=== design 1 ===
==> design_1/class_map.png <==
Scale bar: 20 um. Fill, decap, tap and diode cells in gray.
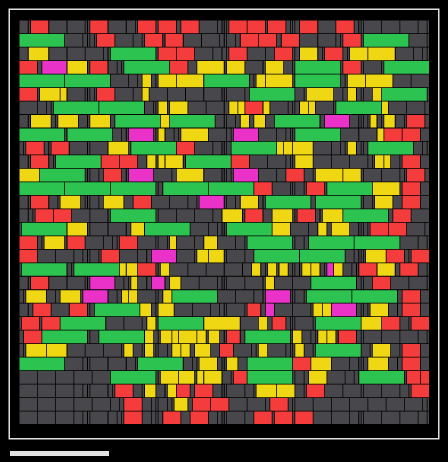

===== config.mk =====
export PLATFORM = sky130hd
export DESIGN_NAME = jtframe_nvram_ioctl
export DESIGN_NICKNAME = d
export VERILOG_FILES = /design/src/rtl/jtframe_nvram_ioctl.sv
export SDC_FILE = /design/constraint.sdc
export NUM_CORES = 1
export LEC_CHECK = 0
export ABC_AREA = 0
export CORE_MARGIN = 1.5
export CORE_UTILIZATION = 40
export DETAILED_ROUTE_END_ITERATION = 6
export PLACE_DENSITY_LB_ADDON = 0.08
export SYNTH_ARGS = -nofsm -noshare
export SYNTH_HDL_FRONTEND = slang
export SYNTH_SLANG_ARGS = --single-unit

===== constraint.sdc =====
create_clock -name clk -period 2.7 [get_ports clk]
set_clock_uncertainty 0.2 [all_clocks]
set_input_delay 0.27 -clock clk [delete_from_list [all_inputs] [get_ports clk]]
set_output_delay 0.27 -clock clk [all_outputs]
set_load 0.01 [all_outputs]

===== src/rtl/jtframe_nvram_ioctl.sv =====
// Arbitrates the 8-bit NVRAM port 1B between the game CPU and the framework
// ioctl load/dump channel. It drives the port select and tracks a dirty flag.
module jtframe_nvram_ioctl #(
  parameter int AW   = 10,
  parameter int LAST = 2**(AW+1)-1
) (
  input  logic          clk,
  input  logic          rst_n,
  input  logic          cpu_cs,
  input  logic          cpu_we,
  input  logic [AW:0]   cpu_addr,
  input  logic [7:0]    cpu_din,
  output logic [7:0]    cpu_dout,
  output logic          cpu_ok,
  input  logic          ioctl_ram,
  input  logic [AW:0]   ioctl_addr,
  input  logic [7:0]    ioctl_dout,
  input  logic          ioctl_wr,
  input  logic          ioctl_rd,
  output logic [7:0]    ioctl_din,
  output logic          ioctl_din_ok,
  output logic          nv_sel_b,
  output logic [AW:0]   nv_addr,
  output logic [7:0]    nv_data,
  output logic          nv_we,
  input  logic [7:0]    nv_q,
  output logic          dirty,
  output logic [2:0]    fsm_state
);

  typedef enum logic [2:0] {IDLE, WR, RD0, RD1, DONE} state_t;

  localparam logic [AW:0] LAST_A = LAST[AW:0];

  state_t      state;
  logic        src_io;
  logic        pend_vld;
  logic        pend_wr;
  logic [AW:0] pend_addr;
  logic [7:0]  pend_data;
  logic        strobe;
  logic        io_req;
  logic        io_wr;
  logic [AW:0] io_addr;
  logic [7:0]  io_data;

  assign fsm_state = state;
  assign strobe    = ioctl_ram & (ioctl_wr | ioctl_rd);

  // A live strobe wins over the pending one; it is the newer request.
  always_comb begin
    io_req  = 1'b0;
    io_wr   = 1'b0;
    io_addr = pend_addr;
    io_data = pend_data;
    if (strobe) begin
      io_req  = 1'b1;
      io_wr   = ioctl_wr;
      io_addr = ioctl_addr;
      io_data = ioctl_dout;
    end else if (pend_vld && ioctl_ram) begin
      io_req  = 1'b1;
      io_wr   = pend_wr;
    end
  end

  always_ff @(posedge clk or negedge rst_n) begin
    if (!rst_n) begin
      state        <= IDLE;
      src_io       <= 1'b0;
      pend_vld     <= 1'b0;
      pend_wr      <= 1'b0;
      pend_addr    <= '0;
      pend_data    <= '0;
      cpu_ok       <= 1'b0;
      ioctl_din_ok <= 1'b0;
      nv_we        <= 1'b0;
      nv_sel_b     <= 1'b0;
      dirty        <= 1'b0;
      cpu_dout     <= '0;
      ioctl_din    <= '0;
      nv_addr      <= '0;
      nv_data      <= '0;
    end else begin
      cpu_ok       <= 1'b0;
      ioctl_din_ok <= 1'b0;
      // Pending strobes only survive while the framework owns the RAM.
      if (!ioctl_ram) begin
        pend_vld <= 1'b0;
      end else if (strobe && state != IDLE) begin
        pend_vld  <= 1'b1;
        pend_wr   <= ioctl_wr;
        pend_addr <= ioctl_addr;
        pend_data <= ioctl_dout;
      end
      case (state)
        IDLE: begin
          if (io_req) begin
            pend_vld <= 1'b0;
            src_io   <= 1'b1;
            nv_sel_b <= 1'b1;
            nv_addr  <= io_addr;
            if (io_wr) begin
              nv_we   <= 1'b1;
              nv_data <= io_data;
              dirty   <= 1'b0;
              state   <= WR;
            end else begin
              state   <= RD0;
            end
          end else if (cpu_cs && !ioctl_ram) begin
            src_io   <= 1'b0;
            nv_sel_b <= 1'b1;
            nv_addr  <= cpu_addr;
            if (cpu_we) begin
              nv_we   <= 1'b1;
              nv_data <= cpu_din;
              dirty   <= 1'b1;
              state   <= WR;
            end else begin
              state   <= RD0;
            end
          end
        end
        WR: begin
          nv_we    <= 1'b0;
          nv_sel_b <= 1'b0;
          cpu_ok   <= !src_io;
          state    <= DONE;
        end
        RD0: state <= RD1;
        RD1: begin
          nv_sel_b <= 1'b0;
          if (src_io) begin
            ioctl_din    <= nv_q;
            ioctl_din_ok <= 1'b1;
            if (nv_addr == LAST_A) dirty <= 1'b0;
          end else begin
            cpu_dout <= nv_q;
            cpu_ok   <= 1'b1;
          end
          state <= DONE;
        end
        DONE:    state <= IDLE;
        default: state <= IDLE;
      endcase
    end
  end

endmodule


=== design 2 ===
**config.mk**
```make
export PLATFORM = sky130hd
export DESIGN_NAME = auto_guess_player
export DESIGN_NICKNAME = d
export VERILOG_FILES = /design/src/rtl/auto_guess_player_pkg.sv /design/src/rtl/auto_guess_player_seg7_decode.sv /design/src/rtl/auto_guess_player.sv
export SDC_FILE = /design/constraint.sdc
export NUM_CORES = 1
export LEC_CHECK = 0
export ABC_AREA = 1
export CAP_MARGIN = 20
export CORE_MARGIN = 3
export CORE_UTILIZATION = 55
export CTS_CLUSTER_DIAMETER = 60
export DETAILED_ROUTE_END_ITERATION = 12
export PLACE_DENSITY = 0.95
export RECOVER_POWER = 25
export SLEW_MARGIN = 40
export SYNTH_ARGS = -nofsm -noshare
export SYNTH_HDL_FRONTEND = slang
export SYNTH_SLANG_ARGS = --single-unit
```
**constraint.sdc**
```tcl
create_clock -name clk -period 5.3 [get_ports clk]
set_input_delay 0.53 -clock clk [delete_from_list [all_inputs] [get_ports clk]]
set_output_delay 0.53 -clock clk [all_outputs]
set_load 0.02 [all_outputs]
```
**src/rtl/auto_guess_player_pkg.sv**
```systemverilog
// Shared types and display constants for the automatic guessing player.
// The segment codes match the game's active-low 7-segment display encoding.
package auto_guess_player_pkg;

    typedef enum logic [2:0] {
        ST_IDLE,
        ST_SETTLE,
        ST_DECIDE,
        ST_PULSE,
        ST_DONE,
        ST_FAIL
    } state_t;

    typedef enum logic [1:0] {
        OP_NONE,
        OP_ADD1,
        OP_ADD10,
        OP_SUB2
    } opcode_t;

    localparam logic [7:0] SEG_0 = 8'hC0;
    localparam logic [7:0] SEG_1 = 8'hF9;
    localparam logic [7:0] SEG_2 = 8'hA4;
    localparam logic [7:0] SEG_3 = 8'hB0;
    localparam logic [7:0] SEG_4 = 8'h99;
    localparam logic [7:0] SEG_5 = 8'h92;
    localparam logic [7:0] SEG_6 = 8'h82;
    localparam logic [7:0] SEG_7 = 8'hF8;
    localparam logic [7:0] SEG_8 = 8'h80;
    localparam logic [7:0] SEG_9 = 8'h90;

endpackage

```
**src/rtl/auto_guess_player_seg7_decode.sv**
```systemverilog
// Combinational decode of one active-low 7-segment byte back to a decimal digit.
// Any byte outside the ten digit codes reports valid = 0.
module seg7_decode
    import auto_guess_player_pkg::*;
(
    input  logic [7:0] code,
    output logic [3:0] digit,
    output logic       valid
);

    always_comb begin
        digit = 4'd0;
        valid = 1'b1;
        case (code)
            SEG_0:   digit = 4'd0;
            SEG_1:   digit = 4'd1;
            SEG_2:   digit = 4'd2;
            SEG_3:   digit = 4'd3;
            SEG_4:   digit = 4'd4;
            SEG_5:   digit = 4'd5;
            SEG_6:   digit = 4'd6;
            SEG_7:   digit = 4'd7;
            SEG_8:   digit = 4'd8;
            SEG_9:   digit = 4'd9;
            default: valid = 1'b0;
        endcase
    end

endmodule

```
**src/rtl/auto_guess_player.sv**
```systemverilog
// Automatic player for the number-guessing game: reads the verdict lights, pulses
// add/sub buttons until green, and decodes the display bytes into the current guess.
module auto_guess_player
    import auto_guess_player_pkg::*;
#(
    parameter int SETTLE_CYCLES = 2,
    parameter int MAX_STEPS     = 63
) (
    input  logic       clk,
    input  logic       rst,
    input  logic       start,
    input  logic       light_red,
    input  logic       light_gre,
    input  logic       light_yell,
    input  logic [7:0] se1,
    input  logic [7:0] se2,
    output logic       add_1,
    output logic       add_2,
    output logic       add_3,
    output logic       add_5,
    output logic       add_10,
    output logic       sub_1,
    output logic       sub_2,
    output logic       busy,
    output logic       done,
    output logic       fail,
    output logic [6:0] steps,
    output logic [6:0] guess,
    output logic       seg_err
);

    state_t     state, next_state;
    opcode_t    op_sel;
    logic [3:0] settle_cnt;
    logic       fine;
    logic       accept;

    logic       busy_d, done_d, fail_d, add_1_d, add_10_d, sub_2_d;

    logic [3:0] tens_digit, units_digit;
    logic       tens_valid, units_valid;
    logic [6:0] guess_next;

    seg7_decode u_tens  (.code(se1), .digit(tens_digit),  .valid(tens_valid));
    seg7_decode u_units (.code(se2), .digit(units_digit), .valid(units_valid));

    assign guess_next = 7'(tens_digit) * 7'd10 + 7'(units_digit);

    // This policy never uses the remaining buttons.
    assign add_2 = 1'b0;
    assign add_3 = 1'b0;
    assign add_5 = 1'b0;
    assign sub_1 = 1'b0;

    assign accept = start && (state == ST_IDLE || state == ST_DONE || state == ST_FAIL);

    always_ff @(posedge clk) begin
        if (rst) begin
            state <= ST_IDLE;
        end else begin
            state <= next_state;
        end
    end

    always_comb begin
        next_state = state;
        op_sel     = OP_NONE;
        case (state)
            ST_IDLE, ST_DONE, ST_FAIL: begin
                if (start) next_state = ST_SETTLE;
            end
            ST_SETTLE: begin
                if (settle_cnt == 4'd0) next_state = ST_DECIDE;
            end
            ST_DECIDE: begin
                // Green wins over the step budget; anything not one-hot is a broken game.
                case ({light_red, light_gre, light_yell})
                    3'b010: next_state = ST_DONE;
                    3'b100: begin
                        if (steps == 7'(MAX_STEPS)) begin
                            next_state = ST_FAIL;
                        end else begin
                            next_state = ST_PULSE;
                            op_sel     = OP_SUB2;
                        end
                    end
                    3'b001: begin
                        if (steps == 7'(MAX_STEPS)) begin
                            next_state = ST_FAIL;
                        end else begin
                            next_state = ST_PULSE;
                            op_sel     = fine ? OP_ADD1 : OP_ADD10;
                        end
                    end
                    default: next_state = ST_FAIL;
                endcase
            end
            ST_PULSE: next_state = ST_SETTLE;
            default:  next_state = ST_IDLE;
        endcase
    end

    // Outputs are computed for the upcoming state and then registered.
    always_comb begin
        busy_d   = (next_state == ST_SETTLE) || (next_state == ST_DECIDE) ||
                   (next_state == ST_PULSE);
        done_d   = (next_state == ST_DONE);
        fail_d   = (next_state == ST_FAIL);
        add_1_d  = (next_state == ST_PULSE) && (op_sel == OP_ADD1);
        add_10_d = (next_state == ST_PULSE) && (op_sel == OP_ADD10);
        sub_2_d  = (next_state == ST_PULSE) && (op_sel == OP_SUB2);
    end

    always_ff @(posedge clk) begin
        if (rst) begin
            busy       <= 1'b0;
            done       <= 1'b0;
            fail       <= 1'b0;
            add_1      <= 1'b0;
            add_10     <= 1'b0;
            sub_2      <= 1'b0;
            steps      <= 7'd0;
            fine       <= 1'b0;
            settle_cnt <= 4'd0;
            guess      <= 7'd0;
            seg_err    <= 1'b0;
        end else begin
            busy   <= busy_d;
            done   <= done_d;
            fail   <= fail_d;
            add_1  <= add_1_d;
            add_10 <= add_10_d;
            sub_2  <= sub_2_d;

            if (accept) begin
                steps <= 7'd0;
            end else if (state == ST_PULSE && steps != 7'(MAX_STEPS)) begin
                steps <= steps + 7'd1;
            end

            if (accept) begin
                fine <= 1'b0;
            end else if (state == ST_DECIDE && next_state == ST_PULSE && op_sel == OP_SUB2) begin
                fine <= 1'b1;
            end

            if (next_state == ST_SETTLE && state != ST_SETTLE) begin
                settle_cnt <= 4'(SETTLE_CYCLES - 1);
            end else if (state == ST_SETTLE && settle_cnt != 4'd0) begin
                settle_cnt <= settle_cnt - 4'd1;
            end

            if (tens_valid && units_valid) begin
                guess <= guess_next;
            end
            seg_err <= accept ? 1'b0 : (seg_err | ~(tens_valid & units_valid));
        end
    end

endmodule

```
==> design_1/gates.png <==
Scale bar: 20 um.
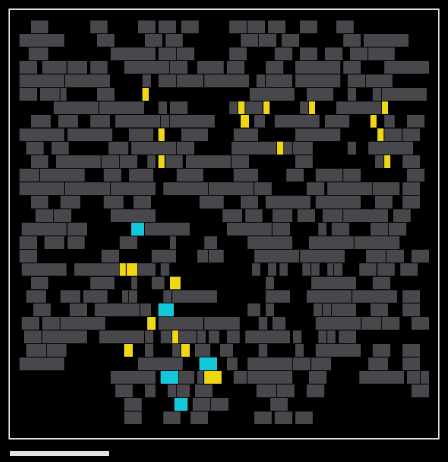
family	color	cells
nor cells	yellow	20
non-inverting ao/oa cells	cyan	5

About design_1/class_map.png:
class	color	cells	share of their area
clock drivers and dummy loads	magenta	15	4.7%
remaining logic cells	yellow	134	28%
registers	green	65	42%
remaining buffers and delay cells	red	103	26%

==> CHANGELOG.md, design 1 <==
### Physical design

* Outcome: complete, no violations
* Antenna violations before repair at 0
* Dominant logic cell type in the layout: clkdlybuf4s50_1
* Yosys cell count at between 200 and 250
* Log Warnings at 26
* Combinational power at between 1500 and 2000 uW
* Post-layout util at between 50% and 60%
* Crit path max-delay family: AND-OR/OR-AND gates
* Comb_multi_in at roughly 130
* Sequential share of power at just over 40%
* Post-route ant nets at 0
* Yosys aoi share at approximately 16%
* Setup Viol. Count Final at 0
* Worst hold path type: register to register
* Worst Path Max Fanout at 13
* GRT busiest layer: met2
* Top routing layer used: met4
* Remaining DRCs at 0
* Vias per inst at between 5 and 6
* P_int at 2940 uW
* Dominant kind of combinational cell: AND-OR/OR-AND gates
* Power Sequential at about 1800 uW
* Biggest Area Class: flip-flops and latches
* Max cap viols at 0
* Mux area share at between 10% and 20%
* TNS Setup at 0 ns
* Clock Latency Late Sink at 0.34 ns
* Layout cell share with drive strength beyond 1 at 19.6%
* CP Depth at 5
* Gate power share at about 42%
* Worst reg2reg endpoint: nv_data[5]
* Worst path max stage delay at 0.73 ns
* Synth Area in Adders at 0%
* I/O pin cnt at roughly 96
* Vias at roughly 2200
* First-pass GRT wire length at between 10000 and 15000 um
* Slew Limit Fails at 0
* Comb area share at 26.6%
* Top power group: combinational cells
* CTS Root Cell: clkbuf_8
* Worst Hold Path Cells at 1
* Power Clock at between 700 and 800 uW
* Input/output buffers at between 90 and 100
* Top cell type by total area after synthesis: dfrtp_1
* Register area at 0.00163 mm2
* Syn Inst Count at around 210
* Worst Path Required at 2.72 ns
* DP HPWL at between 4000 and 5000 um
* CTS tree: built
* Largest cells by area after synthesis: dfrtp_1 59%, mux2_2 10%, a222oi_1 6.8%, a21oi_1 5.4%, mux2_4 5.4%
* Pwr dens at around 1100 mW/mm2
* Routed wl met2 at around 3300 um
* Routed len/inst at about 17 um
* Critical path destination: nv_we
* EDFF count, synth at 0
* Final weighted congestion in routability-driven placement at about 0.76
* Met1 usage at roughly 25%
* Hold Vio Cnt, Final at 0
* Core area at between 0.006 and 0.007 mm2
* Worst slew pin tran at between 0.8 and 0.9 ns
* Hold Startpoint: nv_sel_b
* Reg clk slew, reported paths at around 0.060 ns
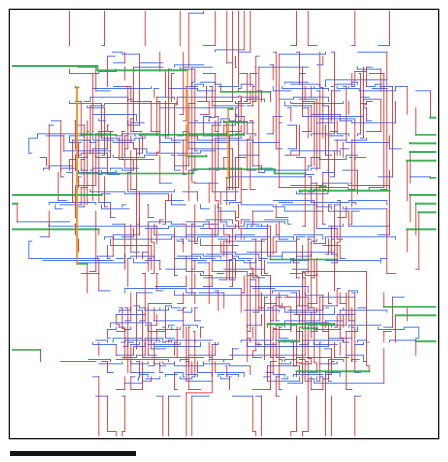
(design_2/layers.png)
Scale bar: 20 um.
layer	color	wire length
M4	orange	52.4 um
M3	green	240 um
M1	blue	1950 um
M2	red	2060 um

==> CHANGELOG.md, design 2 <==
### Physical design

* Outcome: complete, no violations
* R2R Path Start: steps[0]
* CP Launch Type: input pin
* Remaining DRCs at 0
* Non-Clock Buffer Count at between 40 and 50
* Synth async-reset ratio at 0%
* Fillers at about 270
* Post-route ant nets at 0
* Worst hold path type: register to register
* Top cells by count: 73 x nand2_1, 47 x nor2_1, 40 x inv_1
* Worst Setup Path Type: input pin to register
* CP most frequent cell: nand2_1
* Worst slew pin tran at about 0.53 ns
* Slowest cell on crit path: fa_1
* Switch Pwr at between 200 and 250 uW
* Worst path cell trace: clkdlybuf4s50_1 -> nand2_1 -> nor2_1 -> nand2_1 -> nand4_1 -> ha_1 -> ha_1 -> fa_1 -> nand2_1 -> a21oi_1 -> nand3_1 -> nand2_1 -> nand3_2 -> nand2_1 -> nor2_1
* Synth cell types at 38


==> layout pictures side by side <==
Placed standard cells.
picture 1
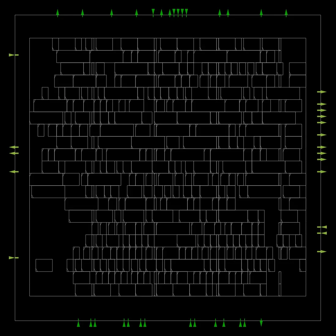
picture 2
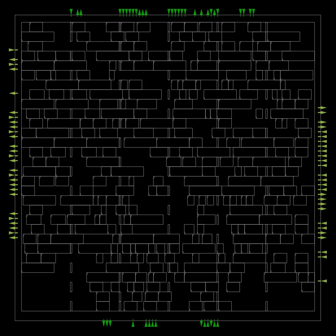
Design 1 is picture 2.
Design 2 is picture 1.

Power figures rest on the tool's default switching activity, not on a simulated workload.
